==================== pipe_hilo_unit_flat
**pipe_hilo_unit_flat: track usage over the die**

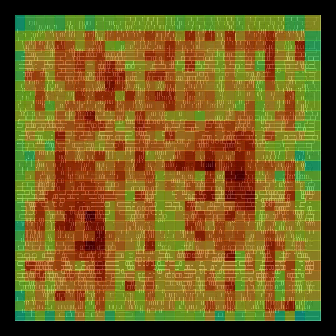

$ cat src/rtl/pipe_hilo_if.sv
// Decode-side interface of the HI/LO unit: mult/div requests, HI/LO moves and read-back.
interface pipe_hilo_if #(
    parameter int unsigned WIDTH = 32
);
    logic             start;
    logic [1:0]       op;
    logic [WIDTH-1:0] a;
    logic [WIDTH-1:0] b;
    logic             flush;
    logic             mthi;
    logic             mtlo;
    logic [WIDTH-1:0] wdata;
    logic             mfhi;
    logic             mflo;
    logic [WIDTH-1:0] rdata;
    logic             busy;
    logic             stall;
    logic             done;
    logic [WIDTH-1:0] hi;
    logic [WIDTH-1:0] lo;

    modport master (
        output start, op, a, b, flush, mthi, mtlo, wdata, mfhi, mflo,
        input  rdata, busy, stall, done, hi, lo
    );

    modport slave (
        input  start, op, a, b, flush, mthi, mtlo, wdata, mfhi, mflo,
        output rdata, busy, stall, done, hi, lo
    );
endinterface

$ cat src/rtl/pipe_hilo_unit.sv
// Architectural HI/LO registers with an iterative one-bit-per-cycle multiply/divide engine.
// Operands are reduced to magnitudes on entry; the sign is restored in a final FIX cycle.
module pipe_hilo_unit #(
    parameter int unsigned WIDTH = 32
) (
    input logic        clk,
    input logic        rst,
    pipe_hilo_if.slave bus
);
    localparam int unsigned CW = $clog2(WIDTH);
    localparam int unsigned AW = 2 * WIDTH;

    typedef enum logic [1:0] {IDLE, CALC, FIX} state_t;

    state_t           state;
    state_t           state_nx;
    logic [CW-1:0]    cnt;
    logic [AW-1:0]    acc;
    logic [WIDTH-1:0] opnd;
    logic             is_div;
    logic             neg_q;
    logic             neg_r;
    logic             div_zero;
    logic [WIDTH-1:0] hi_q;
    logic [WIDTH-1:0] lo_q;
    logic             busy_q;
    logic             done_q;

    // Operand magnitudes; op[0]=0 selects the signed variants.
    logic             sgn_op;
    logic [WIDTH-1:0] a_mag;
    logic [WIDTH-1:0] b_mag;
    assign sgn_op = ~bus.op[0];
    assign a_mag  = (sgn_op && bus.a[WIDTH-1]) ? (~bus.a + WIDTH'(1)) : bus.a;
    assign b_mag  = (sgn_op && bus.b[WIDTH-1]) ? (~bus.b + WIDTH'(1)) : bus.b;

    // Shift-add step: acc holds {partial product, remaining multiplier bits}.
    logic [WIDTH:0]   mul_sum;
    logic [AW-1:0]    mul_nx;
    assign mul_sum = {1'b0, acc[AW-1:WIDTH]} + {1'b0, opnd};
    assign mul_nx  = acc[0] ? {mul_sum, acc[WIDTH-1:1]}
                            : {1'b0, acc[AW-1:WIDTH], acc[WIDTH-1:1]};

    // Restoring divide step: acc holds {remainder, dividend bits shifting into quotient}.
    logic [WIDTH:0]   div_sh;
    logic [WIDTH-1:0] div_diff;
    logic             div_ge;
    logic [AW-1:0]    div_nx;
    assign div_sh   = {acc[AW-1:WIDTH], acc[WIDTH-1]};
    assign div_diff = div_sh[WIDTH-1:0] - opnd;
    assign div_ge   = div_sh >= {1'b0, opnd};
    assign div_nx   = div_ge ? {div_diff, acc[WIDTH-2:0], 1'b1}
                             : {div_sh[WIDTH-1:0], acc[WIDTH-2:0], 1'b0};

    // Sign correction applied while in FIX.
    logic [AW-1:0]    prod_fix;
    logic [WIDTH-1:0] quo_fix;
    logic [WIDTH-1:0] rem_fix;
    logic [WIDTH-1:0] res_hi;
    logic [WIDTH-1:0] res_lo;
    assign prod_fix = neg_q ? (~acc + AW'(1)) : acc;
    assign quo_fix  = div_zero ? '1 :
                      neg_q    ? (~acc[WIDTH-1:0] + WIDTH'(1)) : acc[WIDTH-1:0];
    assign rem_fix  = neg_r ? (~acc[AW-1:WIDTH] + WIDTH'(1)) : acc[AW-1:WIDTH];
    assign res_hi   = is_div ? rem_fix : prod_fix[AW-1:WIDTH];
    assign res_lo   = is_div ? quo_fix : prod_fix[WIDTH-1:0];

    always_ff @(posedge clk or posedge rst) begin
        if (rst) state <= IDLE;
        else     state <= state_nx;
    end

    always_comb begin
        state_nx = state;
        case (state)
            IDLE:    if (bus.start) state_nx = CALC;
            CALC:    if (cnt == CW'(WIDTH - 1)) state_nx = FIX;
            FIX:     state_nx = IDLE;
            default: state_nx = IDLE;
        endcase
        if (bus.flush) state_nx = IDLE;
    end

    // Datapath, HI/LO and status registers; flush cancels any write or launch this cycle.
    always_ff @(posedge clk or posedge rst) begin
        if (rst) begin
            cnt      <= '0;
            acc      <= '0;
            opnd     <= '0;
            is_div   <= 1'b0;
            neg_q    <= 1'b0;
            neg_r    <= 1'b0;
            div_zero <= 1'b0;
            hi_q     <= '0;
            lo_q     <= '0;
            busy_q   <= 1'b0;
            done_q   <= 1'b0;
        end else begin
            busy_q <= (state_nx != IDLE);
            done_q <= (state == FIX) && !bus.flush;
            if (!bus.flush) begin
                case (state)
                    IDLE: begin
                        if (bus.mthi) hi_q <= bus.wdata;
                        if (bus.mtlo) lo_q <= bus.wdata;
                        if (bus.start) begin
                            cnt      <= '0;
                            is_div   <= bus.op[1];
                            div_zero <= bus.op[1] && (bus.b == '0);
                            neg_q    <= sgn_op && (bus.a[WIDTH-1] ^ bus.b[WIDTH-1]);
                            neg_r    <= sgn_op && bus.a[WIDTH-1];
                            acc      <= bus.op[1] ? {WIDTH'(0), a_mag} : {WIDTH'(0), b_mag};
                            opnd     <= bus.op[1] ? b_mag : a_mag;
                        end
                    end
                    CALC: begin
                        acc <= is_div ? div_nx : mul_nx;
                        cnt <= cnt + CW'(1);
                    end
                    FIX: begin
                        hi_q <= res_hi;
                        lo_q <= res_lo;
                    end
                    default: ;
                endcase
            end
        end
    end

    assign bus.hi    = hi_q;
    assign bus.lo    = lo_q;
    assign bus.busy  = busy_q;
    assign bus.done  = done_q;
    assign bus.stall = busy_q & (bus.start | bus.mthi | bus.mtlo | bus.mfhi | bus.mflo);
    assign bus.rdata = bus.mfhi ? hi_q : bus.mflo ? lo_q : '0;
endmodule

$ cat src/flat_wrapper.sv
// flat-port wrapper written by rule: the top's interface ports become plain ports
module pipe_hilo_unit_flat 
#(
    parameter int unsigned WIDTH = 32
)
  (clk, rst, bus_start, bus_op, bus_a, bus_b, bus_flush, bus_mthi, bus_mtlo, bus_wdata, bus_mfhi, bus_mflo, bus_rdata, bus_busy, bus_stall, bus_done, bus_hi, bus_lo);
  pipe_hilo_if #(.WIDTH(WIDTH)) bus_i ();
  input logic clk;
  input logic rst;
  input wire logic [$bits(bus_i.start)-1:0] bus_start;
  input wire logic [$bits(bus_i.op)-1:0] bus_op;
  input wire logic [$bits(bus_i.a)-1:0] bus_a;
  input wire logic [$bits(bus_i.b)-1:0] bus_b;
  input wire logic [$bits(bus_i.flush)-1:0] bus_flush;
  input wire logic [$bits(bus_i.mthi)-1:0] bus_mthi;
  input wire logic [$bits(bus_i.mtlo)-1:0] bus_mtlo;
  input wire logic [$bits(bus_i.wdata)-1:0] bus_wdata;
  input wire logic [$bits(bus_i.mfhi)-1:0] bus_mfhi;
  input wire logic [$bits(bus_i.mflo)-1:0] bus_mflo;
  output wire logic [$bits(bus_i.rdata)-1:0] bus_rdata;
  output wire logic [$bits(bus_i.busy)-1:0] bus_busy;
  output wire logic [$bits(bus_i.stall)-1:0] bus_stall;
  output wire logic [$bits(bus_i.done)-1:0] bus_done;
  output wire logic [$bits(bus_i.hi)-1:0] bus_hi;
  output wire logic [$bits(bus_i.lo)-1:0] bus_lo;
  assign bus_i.start = bus_start;
  assign bus_i.op = bus_op;
  assign bus_i.a = bus_a;
  assign bus_i.b = bus_b;
  assign bus_i.flush = bus_flush;
  assign bus_i.mthi = bus_mthi;
  assign bus_i.mtlo = bus_mtlo;
  assign bus_i.wdata = bus_wdata;
  assign bus_i.mfhi = bus_mfhi;
  assign bus_i.mflo = bus_mflo;
  assign bus_rdata = bus_i.rdata;
  assign bus_busy = bus_i.busy;
  assign bus_stall = bus_i.stall;
  assign bus_done = bus_i.done;
  assign bus_hi = bus_i.hi;
  assign bus_lo = bus_i.lo;
  pipe_hilo_unit #(.WIDTH(WIDTH)) u_core (.clk(clk), .rst(rst), .bus(bus_i));
endmodule
$ cat config.mk
export PLATFORM = sky130hd
export DESIGN_NAME = pipe_hilo_unit_flat
export DESIGN_NICKNAME = d
export VERILOG_FILES = /design/src/rtl/pipe_hilo_if.sv /design/src/rtl/pipe_hilo_unit.sv /design/src/flat_wrapper.sv
export SDC_FILE = /design/constraint.sdc
export NUM_CORES = 1
export LEC_CHECK = 0
export ABC_AREA = 1
export CAP_MARGIN = 30
export CORE_UTILIZATION = 43
export CTS_CLUSTER_DIAMETER = 50
export DETAILED_ROUTE_END_ITERATION = 10
export PLACE_DENSITY = 0.66
export RECOVER_POWER = 25
export SLEW_MARGIN = 20
export SYNTH_ARGS = -nofsm -noshare
export SYNTH_HDL_FRONTEND = slang
export SYNTH_SLANG_ARGS = --single-unit
$ cat constraint.sdc
create_clock -name clk -period 10.4 [get_ports clk]
set_clock_uncertainty 0.05 [all_clocks]
set_input_delay 3.12 -clock clk [delete_from_list [all_inputs] [get_ports clk]]
set_output_delay 3.12 -clock clk [all_outputs]
set_load 0.005 [all_outputs]
==================== mole_pos_gen
### src/rtl/mole_pkg.sv
// Shared definitions for the whack-a-mole position generator: default hole
// count, maximal-length Galois feedback masks and the generator FSM states.
package mole_pkg;

    // Default number of holes on the board.
    localparam int unsigned DEF_NUM_HOLES = 9;

    // Maximal-length masks for a right-shifting Galois LFSR.
    // Bit (n-1) of each mask corresponds to polynomial term x^n.
    localparam logic [3:0]  TAPS_W4  = 4'hC;          // x^4 + x^3 + 1
    localparam logic [4:0]  TAPS_W5  = 5'h14;         // x^5 + x^3 + 1
    localparam logic [7:0]  TAPS_W8  = 8'hB8;         // x^8 + x^6 + x^5 + x^4 + 1
    localparam logic [15:0] TAPS_W16 = 16'hB400;      // x^16 + x^14 + x^13 + x^11 + 1
    localparam logic [31:0] TAPS_W32 = 32'h8020_0003; // x^32 + x^22 + x^2 + x + 1

    // Generator FSM: waiting for a request, or drawing candidates.
    typedef enum logic {
        IDLE = 1'b0,
        DRAW = 1'b1
    } gen_state_t;

endpackage

### src/rtl/mole_pos_gen_lfsr_core.sv
// Free-running Galois LFSR with a synchronous seed load. A zero seed would
// lock the register up, so it is silently replaced by the default SEED.
module lfsr_core
    import mole_pkg::*;
#(
    parameter int unsigned       WIDTH = 16,
    parameter logic [WIDTH-1:0]  TAPS  = TAPS_W16,
    parameter logic [WIDTH-1:0]  SEED  = 16'hACE1
) (
    input  logic             clk,
    input  logic             rst_n,
    input  logic             load,
    input  logic [WIDTH-1:0] load_val,
    output logic [WIDTH-1:0] q
);

    logic [WIDTH-1:0] r_lfsr;
    logic [WIDTH-1:0] w_seed;
    logic [WIDTH-1:0] w_step;

    assign w_seed = (load_val == '0) ? SEED : load_val;
    assign w_step = (r_lfsr >> 1) ^ (r_lfsr[0] ? TAPS : '0);

    // Register update: reset to SEED, a load overrides the step, else step.
    always_ff @(posedge clk) begin
        // NOTE: non-blocking assignments so every register samples pre-edge values.
        if (!rst_n) begin
            r_lfsr <= SEED;
        end else if (load) begin
            r_lfsr <= w_seed;
        end else begin
            r_lfsr <= w_step;
        end
    end

    assign q = r_lfsr;

endmodule

### src/rtl/mole_pos_gen.sv
// Mole position generator. On an accepted request it draws candidates from
// the low bits of a free-running LFSR until one lands on a valid hole (and,
// in no-repeat mode, differs from the last delivered hole). After MAX_TRIES
// rejected candidates it falls back to the next hole in sequence.
module mole_pos_gen
    import mole_pkg::*;
#(
    parameter int unsigned       WIDTH     = 16,
    parameter logic [WIDTH-1:0]  TAPS      = TAPS_W16,
    parameter logic [WIDTH-1:0]  SEED      = 16'hACE1,
    parameter int unsigned       NUM_HOLES = DEF_NUM_HOLES,
    parameter int unsigned       MAX_TRIES = 8,
    parameter int unsigned       POS_W     = $clog2(NUM_HOLES)
) (
    input  logic             clk,
    input  logic             rst_n,
    input  logic             seed_load,
    input  logic [WIDTH-1:0] seed_in,
    input  logic             no_repeat,
    input  logic             req,
    output logic             busy,
    output logic [POS_W-1:0] pos,
    output logic             pos_valid,
    output logic             fallback
);

    // tries only counts 0..MAX_TRIES-1; the last value triggers the fallback.
    localparam int unsigned      TRY_W    = (MAX_TRIES > 1) ? $clog2(MAX_TRIES) : 1;
    localparam logic [TRY_W-1:0] LAST_TRY = TRY_W'(MAX_TRIES - 1);
    localparam logic [POS_W-1:0] LAST_POS = POS_W'(NUM_HOLES - 1);
    localparam logic [POS_W:0]   HOLES_X  = (POS_W + 1)'(NUM_HOLES);

    gen_state_t       r_state, w_state_nxt;
    logic [POS_W-1:0] r_pos, w_pos_nxt;
    logic [TRY_W-1:0] r_tries, w_tries_nxt;
    logic             r_nr, w_nr_nxt;
    logic             r_have_last, w_have_last_nxt;
    logic             r_valid, w_valid_nxt;
    logic             r_fallback, w_fallback_nxt;

    logic [WIDTH-1:0] w_lfsr;
    logic [POS_W-1:0] w_cand;
    logic             w_out_of_range;
    logic             w_repeat;
    logic             w_reject;
    logic [POS_W-1:0] w_wrap_pos;
    logic [POS_W-1:0] w_fb_pos;

    lfsr_core #(
        .WIDTH (WIDTH),
        .TAPS  (TAPS),
        .SEED  (SEED)
    ) u_lfsr (
        .clk      (clk),
        .rst_n    (rst_n),
        .load     (seed_load),
        .load_val (seed_in),
        .q        (w_lfsr)
    );

    // Only the low POS_W bits feed the candidate; the rest is pure state.
    generate
        if (WIDTH > POS_W) begin : g_high_bits
            logic w_unused_high;
            assign w_unused_high = ^w_lfsr[WIDTH-1:POS_W];
        end
    endgenerate

    // Candidate from the registered LFSR value and its rejection terms.
    // The compare is one bit wider so NUM_HOLES == 2**POS_W never rejects.
    assign w_cand         = w_lfsr[POS_W-1:0];
    assign w_out_of_range = ({1'b0, w_cand} >= HOLES_X);
    assign w_repeat       = r_nr && r_have_last && (w_cand == r_pos);
    assign w_reject       = w_out_of_range || w_repeat;

    // Fallback hole: next in sequence with a compare-and-clear wrap.
    assign w_wrap_pos = (r_pos == LAST_POS) ? '0 : (r_pos + POS_W'(1));
    assign w_fb_pos   = r_have_last ? w_wrap_pos : '0;

    // Next-state and next-output decode for the draw FSM.
    always_comb begin
        // NOTE: every value gets a default first so no latch is inferred.
        w_state_nxt     = r_state;
        w_pos_nxt       = r_pos;
        w_tries_nxt     = r_tries;
        w_nr_nxt        = r_nr;
        w_have_last_nxt = r_have_last;
        w_valid_nxt     = 1'b0;
        w_fallback_nxt  = 1'b0;

        unique case (r_state)
            IDLE: begin
                if (req) begin
                    w_nr_nxt    = no_repeat;
                    w_tries_nxt = '0;
                    w_state_nxt = DRAW;
                end
            end
            DRAW: begin
                if (!w_reject) begin
                    w_pos_nxt       = w_cand;
                    w_valid_nxt     = 1'b1;
                    w_have_last_nxt = 1'b1;
                    w_state_nxt     = IDLE;
                end else if (r_tries == LAST_TRY) begin
                    w_pos_nxt      = w_fb_pos;
                    w_valid_nxt    = 1'b1;
                    w_fallback_nxt = 1'b1;
                    w_state_nxt    = IDLE;
                end else begin
                    w_tries_nxt = r_tries + TRY_W'(1);
                end
            end
            default: w_state_nxt = IDLE;
        endcase
    end

    // State and output registers; reset abandons any draw in flight.
    always_ff @(posedge clk) begin
        if (!rst_n) begin
            r_state     <= IDLE;
            r_pos       <= '0;
            r_tries     <= '0;
            r_nr        <= 1'b0;
            r_have_last <= 1'b0;
            r_valid     <= 1'b0;
            r_fallback  <= 1'b0;
        end else begin
            r_state     <= w_state_nxt;
            r_pos       <= w_pos_nxt;
            r_tries     <= w_tries_nxt;
            r_nr        <= w_nr_nxt;
            r_have_last <= w_have_last_nxt;
            r_valid     <= w_valid_nxt;
            r_fallback  <= w_fallback_nxt;
        end
    end

    assign busy      = (r_state == DRAW);
    assign pos       = r_pos;
    assign pos_valid = r_valid;
    assign fallback  = r_fallback;

endmodule

### config.mk
export PLATFORM = sky130hd
export DESIGN_NAME = mole_pos_gen
export DESIGN_NICKNAME = d
export VERILOG_FILES = /design/src/rtl/mole_pkg.sv /design/src/rtl/mole_pos_gen_lfsr_core.sv /design/src/rtl/mole_pos_gen.sv
export SDC_FILE = /design/constraint.sdc
export NUM_CORES = 1
export LEC_CHECK = 0
export ABC_AREA = 1
export CAP_MARGIN = 10
export CELL_PAD_IN_SITES_DETAIL_PLACEMENT = 1
export CELL_PAD_IN_SITES_GLOBAL_PLACEMENT = 1
export CORE_MARGIN = 2
export CORE_UTILIZATION = 32
export DETAILED_ROUTE_END_ITERATION = 10
export GPL_ROUTABILITY_DRIVEN = 0
export HOLD_SLACK_MARGIN = 0.02
export PLACE_DENSITY = 0.74
export SLEW_MARGIN = 15
export SYNTH_ARGS = -nofsm -noshare
export SYNTH_HDL_FRONTEND = slang
export SYNTH_SLANG_ARGS = --single-unit
### constraint.sdc
create_clock -name clk -period 1.1 [get_ports clk]
set_input_delay 0.22 -clock clk [delete_from_list [all_inputs] [get_ports clk]]
set_output_delay 0.22 -clock clk [all_outputs]
set_load 0.005 [all_outputs]
==================== float_op_encode
$ cat src/rtl/fop_pkg.sv
// Shared definitions for the 8-bit floating-point opcode encoder.
// Class codes, per-class opcode windows and the encode helper.
package fop_pkg;

  localparam int FOP_CLS_W = 4;
  localparam int FOP_IDX_W = 5;

  typedef enum logic [FOP_CLS_W-1:0] {
    SWAP_R = 4'd0,
    ADD_R  = 4'd1,
    ADD_M  = 4'd2,
    SUB_R  = 4'd3,
    SUB_M  = 4'd4,
    SCAL_R = 4'd5,
    MUL_R  = 4'd6,
    DIV_M  = 4'd7,
    SQRT_R = 4'd8
  } fop_cls_t;

  localparam logic [7:0] SWAP_R_BASE = 8'h78;
  localparam logic [7:0] ADD_R_BASE  = 8'h7C;
  localparam logic [7:0] ADD_M_BASE  = 8'h8C;
  localparam logic [7:0] SUB_R_BASE  = 8'h91;
  localparam logic [7:0] SUB_M_BASE  = 8'hA1;
  localparam logic [7:0] SCAL_R_BASE = 8'hA6;
  localparam logic [7:0] MUL_R_BASE  = 8'hAC;
  localparam logic [7:0] DIV_M_BASE  = 8'hCC;
  localparam logic [7:0] SQRT_R_BASE = 8'hD0;

  localparam logic [5:0] SWAP_R_SIZE = 6'd4;
  localparam logic [5:0] ADD_R_SIZE  = 6'd16;
  localparam logic [5:0] ADD_M_SIZE  = 6'd5;
  localparam logic [5:0] SUB_R_SIZE  = 6'd16;
  localparam logic [5:0] SUB_M_SIZE  = 6'd5;
  localparam logic [5:0] SCAL_R_SIZE = 6'd6;
  localparam logic [5:0] MUL_R_SIZE  = 6'd32;
  localparam logic [5:0] DIV_M_SIZE  = 6'd4;
  localparam logic [5:0] SQRT_R_SIZE = 6'd6;

  // Returns {err, op}; a zero size marks an illegal class.
  function automatic logic [8:0] fop_encode(
    input logic [FOP_CLS_W-1:0] cls,
    input logic [FOP_IDX_W-1:0] idx
  );
    logic [7:0] base;
    logic [5:0] size;
    base = 8'h00;
    size = 6'd0;
    case (cls)
      SWAP_R: begin base = SWAP_R_BASE; size = SWAP_R_SIZE; end
      ADD_R:  begin base = ADD_R_BASE;  size = ADD_R_SIZE;  end
      ADD_M:  begin base = ADD_M_BASE;  size = ADD_M_SIZE;  end
      SUB_R:  begin base = SUB_R_BASE;  size = SUB_R_SIZE;  end
      SUB_M:  begin base = SUB_M_BASE;  size = SUB_M_SIZE;  end
      SCAL_R: begin base = SCAL_R_BASE; size = SCAL_R_SIZE; end
      MUL_R:  begin base = MUL_R_BASE;  size = MUL_R_SIZE;  end
      DIV_M:  begin base = DIV_M_BASE;  size = DIV_M_SIZE;  end
      SQRT_R: begin base = SQRT_R_BASE; size = SQRT_R_SIZE; end
      default: begin base = 8'h00; size = 6'd0; end
    endcase
    if ({1'b0, idx} < size)
      fop_encode = {1'b0, base + {3'b000, idx}};
    else
      fop_encode = {1'b1, 8'h00};
  endfunction

endpackage

$ cat src/rtl/fop_fifo2.sv
// Two-entry valid/ready FIFO with registered head output.
// Full-state push is allowed when the head pops in the same cycle.
module fop_fifo2 #(
  parameter int W = 9
) (
  input  logic         clk,
  input  logic         nreset,
  input  logic         push_v,
  output logic         push_ready,
  input  logic [W-1:0] push_data,
  output logic         pop_v,
  input  logic         pop_ready,
  output logic [W-1:0] pop_data
);

  logic [W-1:0] mem [2];
  logic         wptr;
  logic         rptr;
  logic [1:0]   count;
  logic         push;
  logic         pop;

  assign pop_v      = (count != 2'd0);
  assign push_ready = (count < 2'd2) | ((count == 2'd2) & pop_ready);
  assign push       = push_v & push_ready;
  assign pop        = pop_v & pop_ready;
  assign pop_data   = mem[rptr];

  always_ff @(posedge clk or negedge nreset) begin
    if (!nreset) begin
      mem[0] <= '0;
      mem[1] <= '0;
      wptr   <= 1'b0;
      rptr   <= 1'b0;
      count  <= 2'd0;
    end else begin
      if (push) begin
        mem[wptr] <= push_data;
        wptr      <= ~wptr;
      end
      if (pop)
        rptr <= ~rptr;
      case ({push, pop})
        2'b10:   count <= count + 2'd1;
        2'b01:   count <= count - 2'd1;
        default: count <= count;
      endcase
    end
  end

endmodule

$ cat src/rtl/float_op_encode.sv
// Float opcode encoder: request -> {err, op} -> 2-entry output queue,
// with saturating counts of legal and error entries leaving the queue.
module float_op_encode
  import fop_pkg::*;
#(
  parameter int CNT_W = 16
) (
  input  logic                 clk,
  input  logic                 nreset,
  input  logic                 req_v_i,
  output logic                 req_ready_o,
  input  logic [FOP_CLS_W-1:0] req_cls_i,
  input  logic [FOP_IDX_W-1:0] req_idx_i,
  output logic                 op_v_o,
  input  logic                 op_ready_i,
  output logic [7:0]           op_o,
  output logic                 op_err_o,
  output logic [CNT_W-1:0]     cnt_op_o,
  output logic [CNT_W-1:0]     cnt_err_o
);

  logic [8:0] enc;
  logic [8:0] head;
  logic       pop;

  assign enc = fop_encode(req_cls_i, req_idx_i);

  fop_fifo2 #(.W(9)) u_fifo (
    .clk        (clk),
    .nreset     (nreset),
    .push_v     (req_v_i),
    .push_ready (req_ready_o),
    .push_data  (enc),
    .pop_v      (op_v_o),
    .pop_ready  (op_ready_i),
    .pop_data   (head)
  );

  assign op_err_o = head[8];
  assign op_o     = head[7:0];
  assign pop      = op_v_o & op_ready_i;

  always_ff @(posedge clk or negedge nreset) begin
    if (!nreset) begin
      cnt_op_o  <= '0;
      cnt_err_o <= '0;
    end else if (pop) begin
      if (!op_err_o && cnt_op_o != '1)
        cnt_op_o <= cnt_op_o + 1'b1;
      if (op_err_o && cnt_err_o != '1)
        cnt_err_o <= cnt_err_o + 1'b1;
    end
  end

endmodule

$ cat config.mk
export PLATFORM = sky130hd
export DESIGN_NAME = float_op_encode
export DESIGN_NICKNAME = d
export VERILOG_FILES = /design/src/rtl/fop_pkg.sv /design/src/rtl/fop_fifo2.sv /design/src/rtl/float_op_encode.sv
export SDC_FILE = /design/constraint.sdc
export NUM_CORES = 1
export LEC_CHECK = 0
export CORE_MARGIN = 2
export CORE_UTILIZATION = 55
export CTS_BUF_LIST = sky130_fd_sc_hd__clkbuf_16
export CTS_CLUSTER_SIZE = 12
export DETAILED_ROUTE_END_ITERATION = 8
export HOLD_SLACK_MARGIN = 0.06
export PLACE_DENSITY_LB_ADDON = 0.3
export SYNTH_ARGS = -nofsm -noshare
export SYNTH_HDL_FRONTEND = slang
export SYNTH_SLANG_ARGS = --single-unit
$ cat constraint.sdc
create_clock -name clk -period 2.9 [get_ports clk]
set_input_delay 0.435 -clock clk [delete_from_list [all_inputs] [get_ports clk]]
set_output_delay 0.435 -clock clk [all_outputs]
set_load 0.005 [all_outputs]
==================== jt900h_bus_ctrl
File: src/rtl/jt900h_bus_ctrl.sv
// Bus controller behind the JT900H memory unit: region decode, wait states and a one-word read hold.
// Accesses take 2+W cen cycles; held-word read hits complete with no stall.
module jt900h_bus_ctrl #(
  parameter logic [23:0] IO_END     = 24'h0000FF,
  parameter logic [23:0] IRAM_START = 24'h004000,
  parameter logic [23:0] IRAM_END   = 24'h007FFF,
  parameter logic [3:0]  IO_WS      = 4'd1,
  parameter logic [3:0]  IRAM_WS    = 4'd0,
  parameter logic [3:0]  EXT_WS     = 4'd2
) (
  input  logic        rst,
  input  logic        clk,
  input  logic        cen,
  input  logic [23:0] bus_addr,
  input  logic [15:0] bus_din,
  input  logic [1:0]  bus_we,
  input  logic        bus_rd,
  output logic [15:0] bus_dout,
  output logic        bus_busy,
  output logic [22:0] ext_addr,
  output logic [15:0] ext_dout,
  input  logic [15:0] ext_din,
  output logic [1:0]  ext_we,
  output logic        ext_rd,
  output logic [2:0]  ext_cs,
  input  logic        ext_wait
);

  typedef enum logic [1:0] {IDLE, ACCESS, DONE} state_t;

  state_t      st, st_nxt;
  logic [3:0]  cnt;
  logic        hold_vld;
  logic [22:0] hold_addr;

  logic [23:0] byte_addr;
  logic        is_io, is_iram;
  logic [2:0]  cs_dec;
  logic [3:0]  ws_dec;
  logic        wr_req, rd_req, new_req, acc_done;
  logic        unused_addr_lsb;

  assign unused_addr_lsb = bus_addr[0];
  assign byte_addr = {bus_addr[23:1], 1'b0};
  assign is_io     = byte_addr <= IO_END;
  assign is_iram   = !is_io && byte_addr >= IRAM_START && byte_addr <= IRAM_END;
  assign cs_dec    = {!is_io && !is_iram, is_iram, is_io};
  assign ws_dec    = is_io ? IO_WS : (is_iram ? IRAM_WS : EXT_WS);

  // Reads of the held word are served from bus_dout without an external cycle
  assign wr_req   = |bus_we;
  assign rd_req   = bus_rd && !wr_req && (!hold_vld || bus_addr[23:1] != hold_addr);
  assign new_req  = (st == IDLE) && (wr_req || rd_req);
  assign bus_busy = new_req || (st == ACCESS);
  assign acc_done = (st == ACCESS) && (cnt == 4'd0) && !(ext_wait && ext_cs[2]);

  always_ff @(posedge clk or posedge rst) begin
    if (rst) st <= IDLE;
    else if (cen) st <= st_nxt;
  end

  always_comb begin
    st_nxt = st;
    case (st)
      IDLE:    if (new_req) st_nxt = ACCESS;
      ACCESS:  if (acc_done) st_nxt = DONE;
      DONE:    st_nxt = IDLE;
      default: st_nxt = IDLE;
    endcase
  end

  always_ff @(posedge clk or posedge rst) begin
    if (rst) begin
      bus_dout  <= 16'd0;
      ext_addr  <= 23'd0;
      ext_dout  <= 16'd0;
      ext_we    <= 2'd0;
      ext_rd    <= 1'b0;
      ext_cs    <= 3'd0;
      cnt       <= 4'd0;
      hold_vld  <= 1'b0;
      hold_addr <= 23'd0;
    end else if (cen) begin
      if (new_req) begin
        ext_addr <= bus_addr[23:1];
        ext_dout <= bus_din;
        ext_we   <= bus_we;
        ext_rd   <= !wr_req;
        ext_cs   <= cs_dec;
        cnt      <= ws_dec;
      end else if (st == ACCESS) begin
        if (cnt != 4'd0) begin
          cnt <= cnt - 4'd1;
        end else if (acc_done) begin
          if (ext_rd) begin
            bus_dout  <= ext_din;
            hold_addr <= ext_addr;
            hold_vld  <= 1'b1;
          end else if (ext_addr == hold_addr) begin
            hold_vld <= 1'b0;
          end
          ext_cs <= 3'd0;
          ext_rd <= 1'b0;
          ext_we <= 2'd0;
        end
      end
    end
  end

endmodule
File: config.mk
export PLATFORM = sky130hd
export DESIGN_NAME = jt900h_bus_ctrl
export DESIGN_NICKNAME = d
export VERILOG_FILES = /design/src/rtl/jt900h_bus_ctrl.sv
export SDC_FILE = /design/constraint.sdc
export NUM_CORES = 1
export LEC_CHECK = 0
export ABC_CLOCK_PERIOD_IN_PS = 4290
export CAP_MARGIN = 5
export CELL_PAD_IN_SITES_DETAIL_PLACEMENT = 0
export CELL_PAD_IN_SITES_GLOBAL_PLACEMENT = 1
export CORE_MARGIN = 2
export CORE_UTILIZATION = 30
export DETAILED_ROUTE_END_ITERATION = 16
export DONT_BUFFER_PORTS = 1
export PLACE_DENSITY = 0.62
export SETUP_SLACK_MARGIN = 0.1
export SLEW_MARGIN = 20
export SYNTH_ARGS = -nofsm -noshare
export SYNTH_HDL_FRONTEND = slang
export SYNTH_SLANG_ARGS = --single-unit
File: constraint.sdc
create_clock -name clk -period 4.29 [get_ports clk]
set_input_delay 1.287 -clock clk [delete_from_list [all_inputs] [get_ports clk]]
set_output_delay 1.287 -clock clk [all_outputs]
set_load 0.03 [all_outputs]
**jt900h_bus_ctrl: track usage over the die**

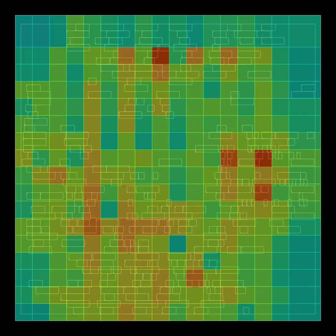
gr busiest metal: met2
met3 Use GR: 0.03367
final core utilization: 0.3388
GR Layer Usage met2: 0.1985

**jt900h_bus_ctrl: wiring heat map**

The bar under the picture is 20 um long. The die is cut into 25 by 25 equal tiles; dark blue is low, red is high, scaled to the fullest tile. Values are wire area over tile area, all layers added.
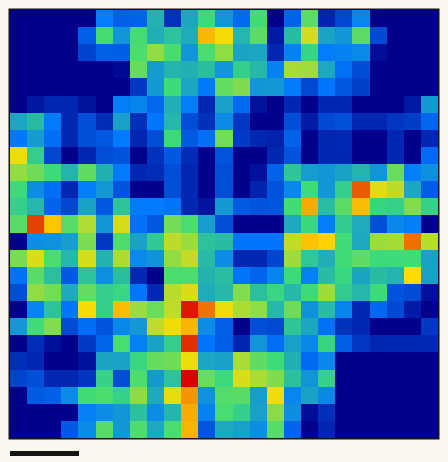
The fullest tile reaches 0.35. The densest ninth of the die: south. The mean over all tiles is 0.098.
average detailed-routed wire length per instance: 19.36 um
routed vias: 2364
final wirelength: 9527 um
global-route usage over all layers: 0.1315

==> reports/qor.yml, jt900h_bus_ctrl <==
seqCellArea_um2: 2277
top_cell_excl_fill_tap: "sky130_fd_sc_hd__dfrtp_1"
ys_top_cells_by_area: "sky130_fd_sc_hd__dfrtp_1 53%, sky130_fd_sc_hd__mux2_4 13%, sky130_fd_sc_hd__mux2_2 9.8%"
synth_cells: 303
via_count_of_the_first_global_routing_pass: 2469
global_route_wire_length_before_repair_um: 14370
final_sequential_cell_count: 91
status: "complete, no violations"
final_net_count: 372
drt-vias-per-instance: 4.805
final.signal_inverter_count: 7
post_synth_xor_area_fraction: 0.09448
slew_of_the_pin_with_the_lowest_slew_margin_ns: 1.016
worst-r2r-cell-count: 8
tritoncts_num_sinks: 91
async_reset_ff_frac: 1.000
synth.cells.most_frequent: "91 x sky130_fd_sc_hd__dfrtp_1, 39 x sky130_fd_sc_hd__xor2_1, 38 x sky130_fd_sc_hd__mux2_4, 37 x sky130_fd_sc_hd__mux2_2"
timing.final.max_slew_violations: 0
antenna_found_initial: 0
regToRegSetupSlack_ns: 1.62
final-hold-violation-count: 0
worstSkewPairLatency_ns: 0.34
final.min_clock_period_ns: 4.001
worst_hold_path_type: "flip-flop to flip-flop"
post_cts.resized_instances: 0
critPathSlowestCell: "sky130_fd_sc_hd__nor4_1"
biggestCellCategory: "registers"
total_placed_cells_including_tap_cells: 477
clock_net_power_mw: 0.747
relative_contribution_of_combinational_cells_to_total_power: 0.241
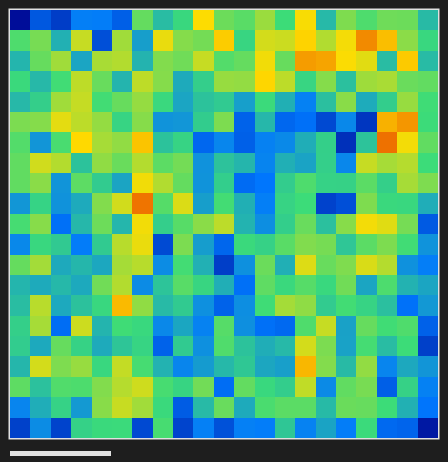
**Above:** pipe_hilo_unit_flat (cell area per tile).
The bar under the picture is 50 um long. The die is cut into 21 by 21 equal tiles; dark blue is low, red is high, 0 to 100% covered.
The fullest tile reaches 87%. The mean over all tiles is 48%. The densest ninth of the die: north-east. 3.6% of the tiles are over 75% full.
final core utilization: 0.5084
pre-placement core utilization: 0.4360
Core Footprint: 43080 um2

**pipe_hilo_unit_flat: cell sizes after repair**

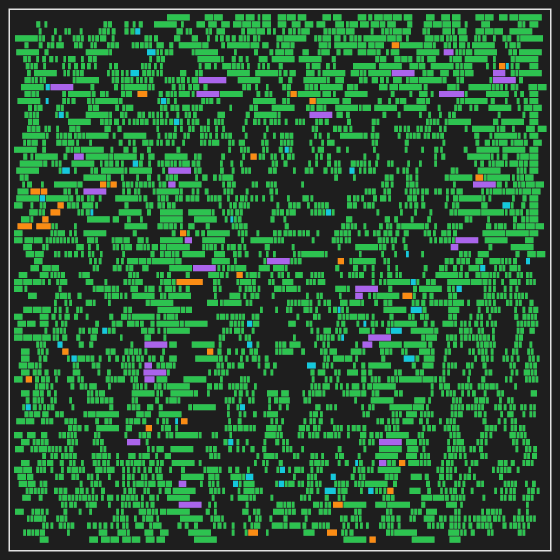
Key: drive 1 or less = green [cells 3286]; drive 6 and up = purple [cells 32]; drive 3 to 4 = orange [cells 32]; drive 2 = cyan [cells 47]
number of non-clock buffers in the layout: 232
post-layout worst setup margin: 1.758 ns

About 'track usage over the die' of pipe_hilo_unit_flat:
met1 routing resource usage after global routing: 0.5302
global-route usage over all layers: 0.3817
GR Layer Usage met2: 0.5765

==> reports/qor.yml, pipe_hilo_unit_flat <==
max-cap-violations: 3
hold_wc_startpoint: "u_core.cnt[2]$_DFFE_PP0P_"
timing.final.max_slew_violations: 167
dpl-instance-area_um2: 21310
crit_top_cell: "sky130_fd_sc_hd__clkdlybuf4s50_1"
rr_endpoint: "u_core.acc[13]$_DFFE_PP0P_"
detail_route.wirelength_um: 85500
antennaDiodeCount: 0
fillCellCount: 4595
total_placed_cells_including_tap_cells: 3947
enable_flop_cells: 0
synth-adder-area-share: 0.04877
seq_share: 0.1979
power_density_nw_per_um2: 205.3
critPathLaunch: "bus_mfhi"
dieArea_um2: 44510
dr.pass1.iters: 8
slew_of_the_pin_with_the_lowest_slew_margin_ns: 3.506
cts_tree: "built"
worstPathArrival_ns: 5.47
async_reset_ff_frac: 1.000
global_route_wire_length_before_repair_um: 126800
met1Wirelength_um: 37120
cell_internal_pwr_mw: 2.051
worst_hold_path_type: "flip-flop to flip-flop"
detailroute.wirelength.met2_um: 37040
ys_seq_share: 0.2305
flip_flop_and_latch_count_after_synthesis: 173
startpoint_to_endpoint_class_of_the_critical_path: "input port to output port"
seqCellArea_um2: 4333
ys.flop_type: "sky130_fd_sc_hd__dfrtp_1"
comb_cells: 2532
critPathMaxStageDelay_ns: 0.65
clock_buffer_count: 18
routed_vias: 22890
htree_levels: 4
status: "finished with violations"
setup.worst_path.end: "bus_rdata[17]"
critical_path.n_buffers_inverters: 4
synthMuxAreaShare: 0
clock_power_share: 0.148
synthMostInstantiatedCell: "sky130_fd_sc_hd__nand2_1"
final-clk-cell-share: 0.02662
ys_top_cells_by_area: "sky130_fd_sc_hd__dfrtp_1 23%, sky130_fd_sc_hd__nand2_1 19%, sky130_fd_sc_hd__nand3_1 8.2%"
synth_cells: 3252
cts_root_buf: "sky130_fd_sc_hd__clkbuf_16"
synth.logic.top_family: "simple AND/OR/NAND/NOR gates"
fin_crit_sh: 0.8310
aoi_share: 0.1767
critical_path.top_delay_family: "buffers and inverters"
regMostFlops: "u_core.acc"
largest_register_ffs: 64
drc: 0
synth.cells.most_frequent: "960 x sky130_fd_sc_hd__nand2_1, 411 x sky130_fd_sc_hd__inv_1, 384 x sky130_fd_sc_hd__nor2_1, 309 x sky130_fd_sc_hd__nand3_1, 269 x sky130_fd_sc_hd__a21oi_1"
clock_net_power_mw: 0.664
timing.critical_path.cells: "clkdlybuf4s50_1 > inv_1 > buf_4 > nand2_1 > o21ai_0 > clkdlybuf4s50_1"
cts_hold_fix_bufs: 0
worstSkewPairLatency_ns: 0.50
combGateArea_um2: 12370
floorplan.tapcells: 585
top_cell_excl_fill_tap: "sky130_fd_sc_hd__nand2_1"
pin_count: 205
wl_met3_um: 8223
grt_setup_unrepaired: "false"
post_synth_xor_area_fraction: 0.02985
comb_share: 0.5650
failing_checks: "capacitance limit, slew limit"
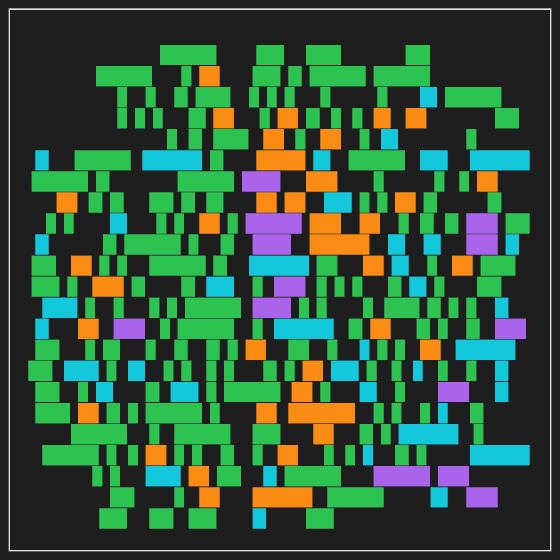
**Above:** mole_pos_gen (cell sizes after repair).
Key: drive 2 = cyan [cells 40]; drive 3 to 4 = orange [cells 37]; drive 6 and up = purple [cells 13]; drive 1 or less = green [cells 172]
post-layout worst setup margin: -0.3048 ns
number of non-clock buffers in the layout: 66
Design Area, Final: 2130 um2
area growth from synthesis to layout: 54.03%

==> reports/qor.yml, mole_pos_gen <==
cts_root_buf: "sky130_fd_sc_hd__clkbuf_8"
dieArea_um2: 4862
final_net_count: 289
crit_top_cell: "sky130_fd_sc_hd__nor2_1"
critical_path.max_fanout: 8
seqCellArea_um2: 573.1
status: "finished with violations"
total_leakage_power_nw: 1.076
fp.dieW_um: 69.73
timing.final.setup_violations: 12
clock_net_power_mw: 0.559
slew_of_the_pin_with_the_lowest_slew_margin_ns: 0.2652
ys_seq_share: 0.4054
final.signal_inverter_count: 25
power_switching_share: 0.2837
worst-r2r-cell-count: 11
finalWorstSetupSlack_ns: -0.3048
detail-route-antenna-nets: 0
total_placed_cells_including_tap_cells: 303
hold_wc_startpoint: "seed_in[3]"
critPathSlowestCell: "sky130_fd_sc_hd__dfxtp_2"
final.min_clock_period_ns: 1.405
power_density_nw_per_um2: 1073
routed_vias: 1485
core_um2: 4086
detailedPlacementHpwl_um: 2999
gr_busiest_metal: "met2"
timing.fmax_mhz: 711.8
failing_checks: "setup timing"
pin_count: 28
crit_cells: 11
top_cell_excl_fill_tap: "sky130_fd_sc_hd__nand2_1"
detail_route.wirelength_um: 3917
critPathMaxStageDelay_ns: 0.35
die_y_um: 69.73
grt_max_degree: 17
**float_op_encode: track usage over the die**

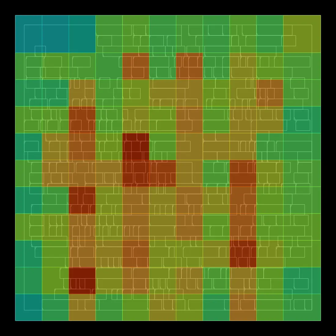
average detailed-routed wire length per instance: 13.90 um
met3 Use GR: 0.03563

==> reports/qor.yml, float_op_encode <==
status: "complete, no violations"
cts_buffer_depth: 2
placementRows: 27
final-clk-cell-share: 0.03580
critical_path.top_delay_family: "adder cells"
clock_net_power_mw: 0.560
final_core_utilization: 0.7260
post_cts.repair.setup_buffers: 0
synthMuxAreaShare: 0.05472
irDropWorstVdd_mv: 0.4025
relative_contribution_of_combinational_cells_to_total_power: 0.380
comb_share: 0.4182
flip_flop_and_latch_count_after_synthesis: 54
worst_hold_path_type: "input port to async pin"
fillCellCount: 414
postSynthAreaPerCell_um2: 10.11
fp_util: 0.5634
synth-adder-area-share: 0.08003
antennaDiodeCount: 0
ys_seq_share: 0.4410
power_density_nw_per_um2: 706.5
fin_crit_sh: 0.9284
slew_headroom: 0.5589
timing.critical_path.cells: "clkdlybuf4s50_1 > inv_1 > ha_1 > mux2i_1 > nor2_1 > ha_1 > fa_1 > a211oi_2 > nor2_1 > o21ai_0 > xnor2_1 > o21ai_0"
setup.worst_path.end: "u_fifo.mem[15]$_DFFE_PN0P_"
seq-power_mw: 1.17
via_count_of_the_first_global_routing_pass: 2407
finalWorstSetupSlack_ns: 0.2077
final_layout_size_suffix_gt1_frac: 0.1376
final_sequential_cell_count: 54
globalRouteOverflowTotal: 0
met1Wirelength_um: 2697
synth-area-yosys_um2: 3064
final.signal_inverter_count: 7
synthesis.yosys.warnings: 0
final-hold-violation-count: 0


==> gallery <==
Cell area per tile.
picture 1
The bar under the picture is 20 um long. The die is cut into 12 by 12 equal tiles; dark blue is low, red is high, 0 to 100% covered.
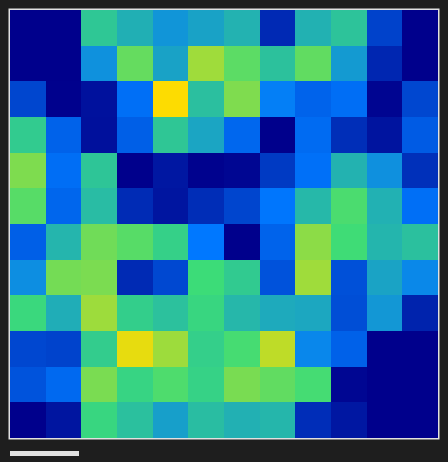
picture 2
The bar under the picture is 20 um long. The die is cut into 7 by 7 equal tiles; dark blue is low, red is high, 0 to 100% covered.
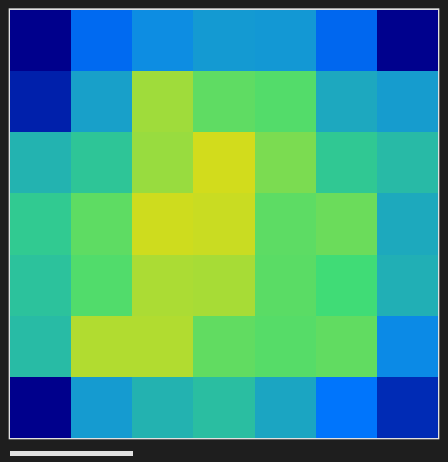
picture 3
The bar under the picture is 20 um long. The die is cut into 8 by 8 equal tiles; dark blue is low, red is high, 0 to 100% covered.
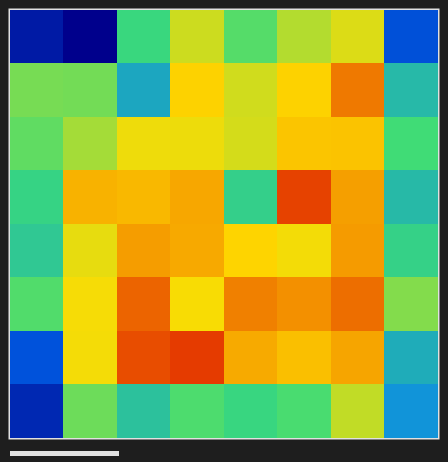
Of these, largest die: picture 1
Picture 3 comes from float_op_encode.
Picture 2 comes from mole_pos_gen.
Picture 1 comes from jt900h_bus_ctrl.


==> notes/layouts.md <==
Pictures saved along the way, in no particular order.

Cell classes on the final placement.
image #1
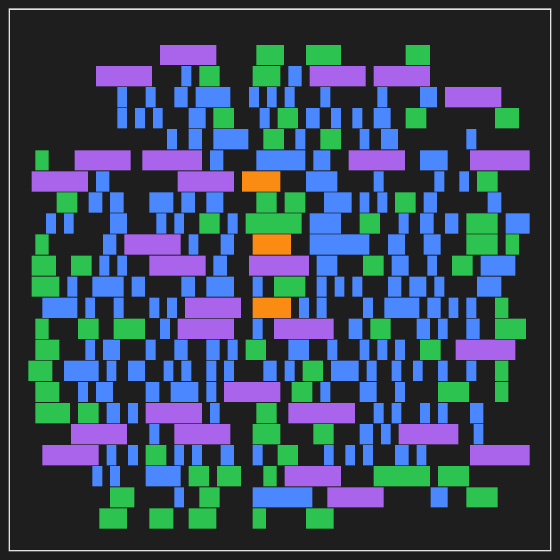
image #2
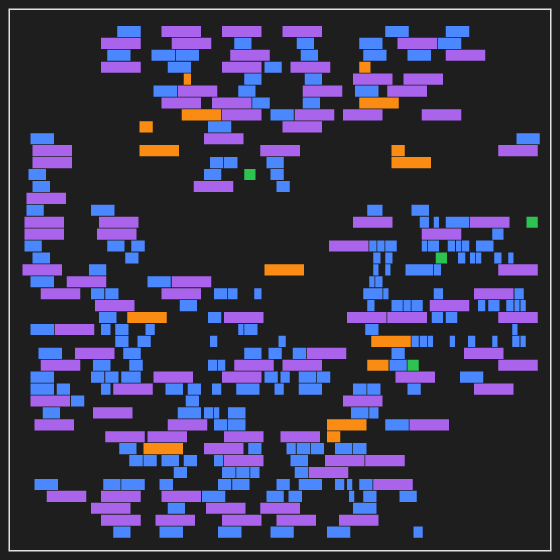
image #3
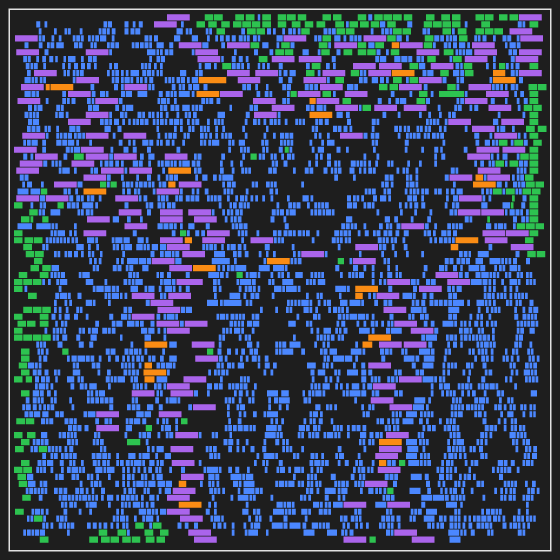
image #4
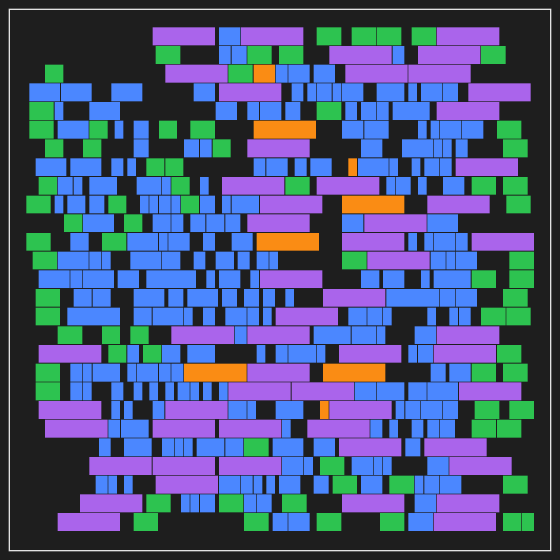
float_op_encode -> image #4
pipe_hilo_unit_flat -> image #3
jt900h_bus_ctrl -> image #2
mole_pos_gen -> image #1
The one with the most cells is image #3.

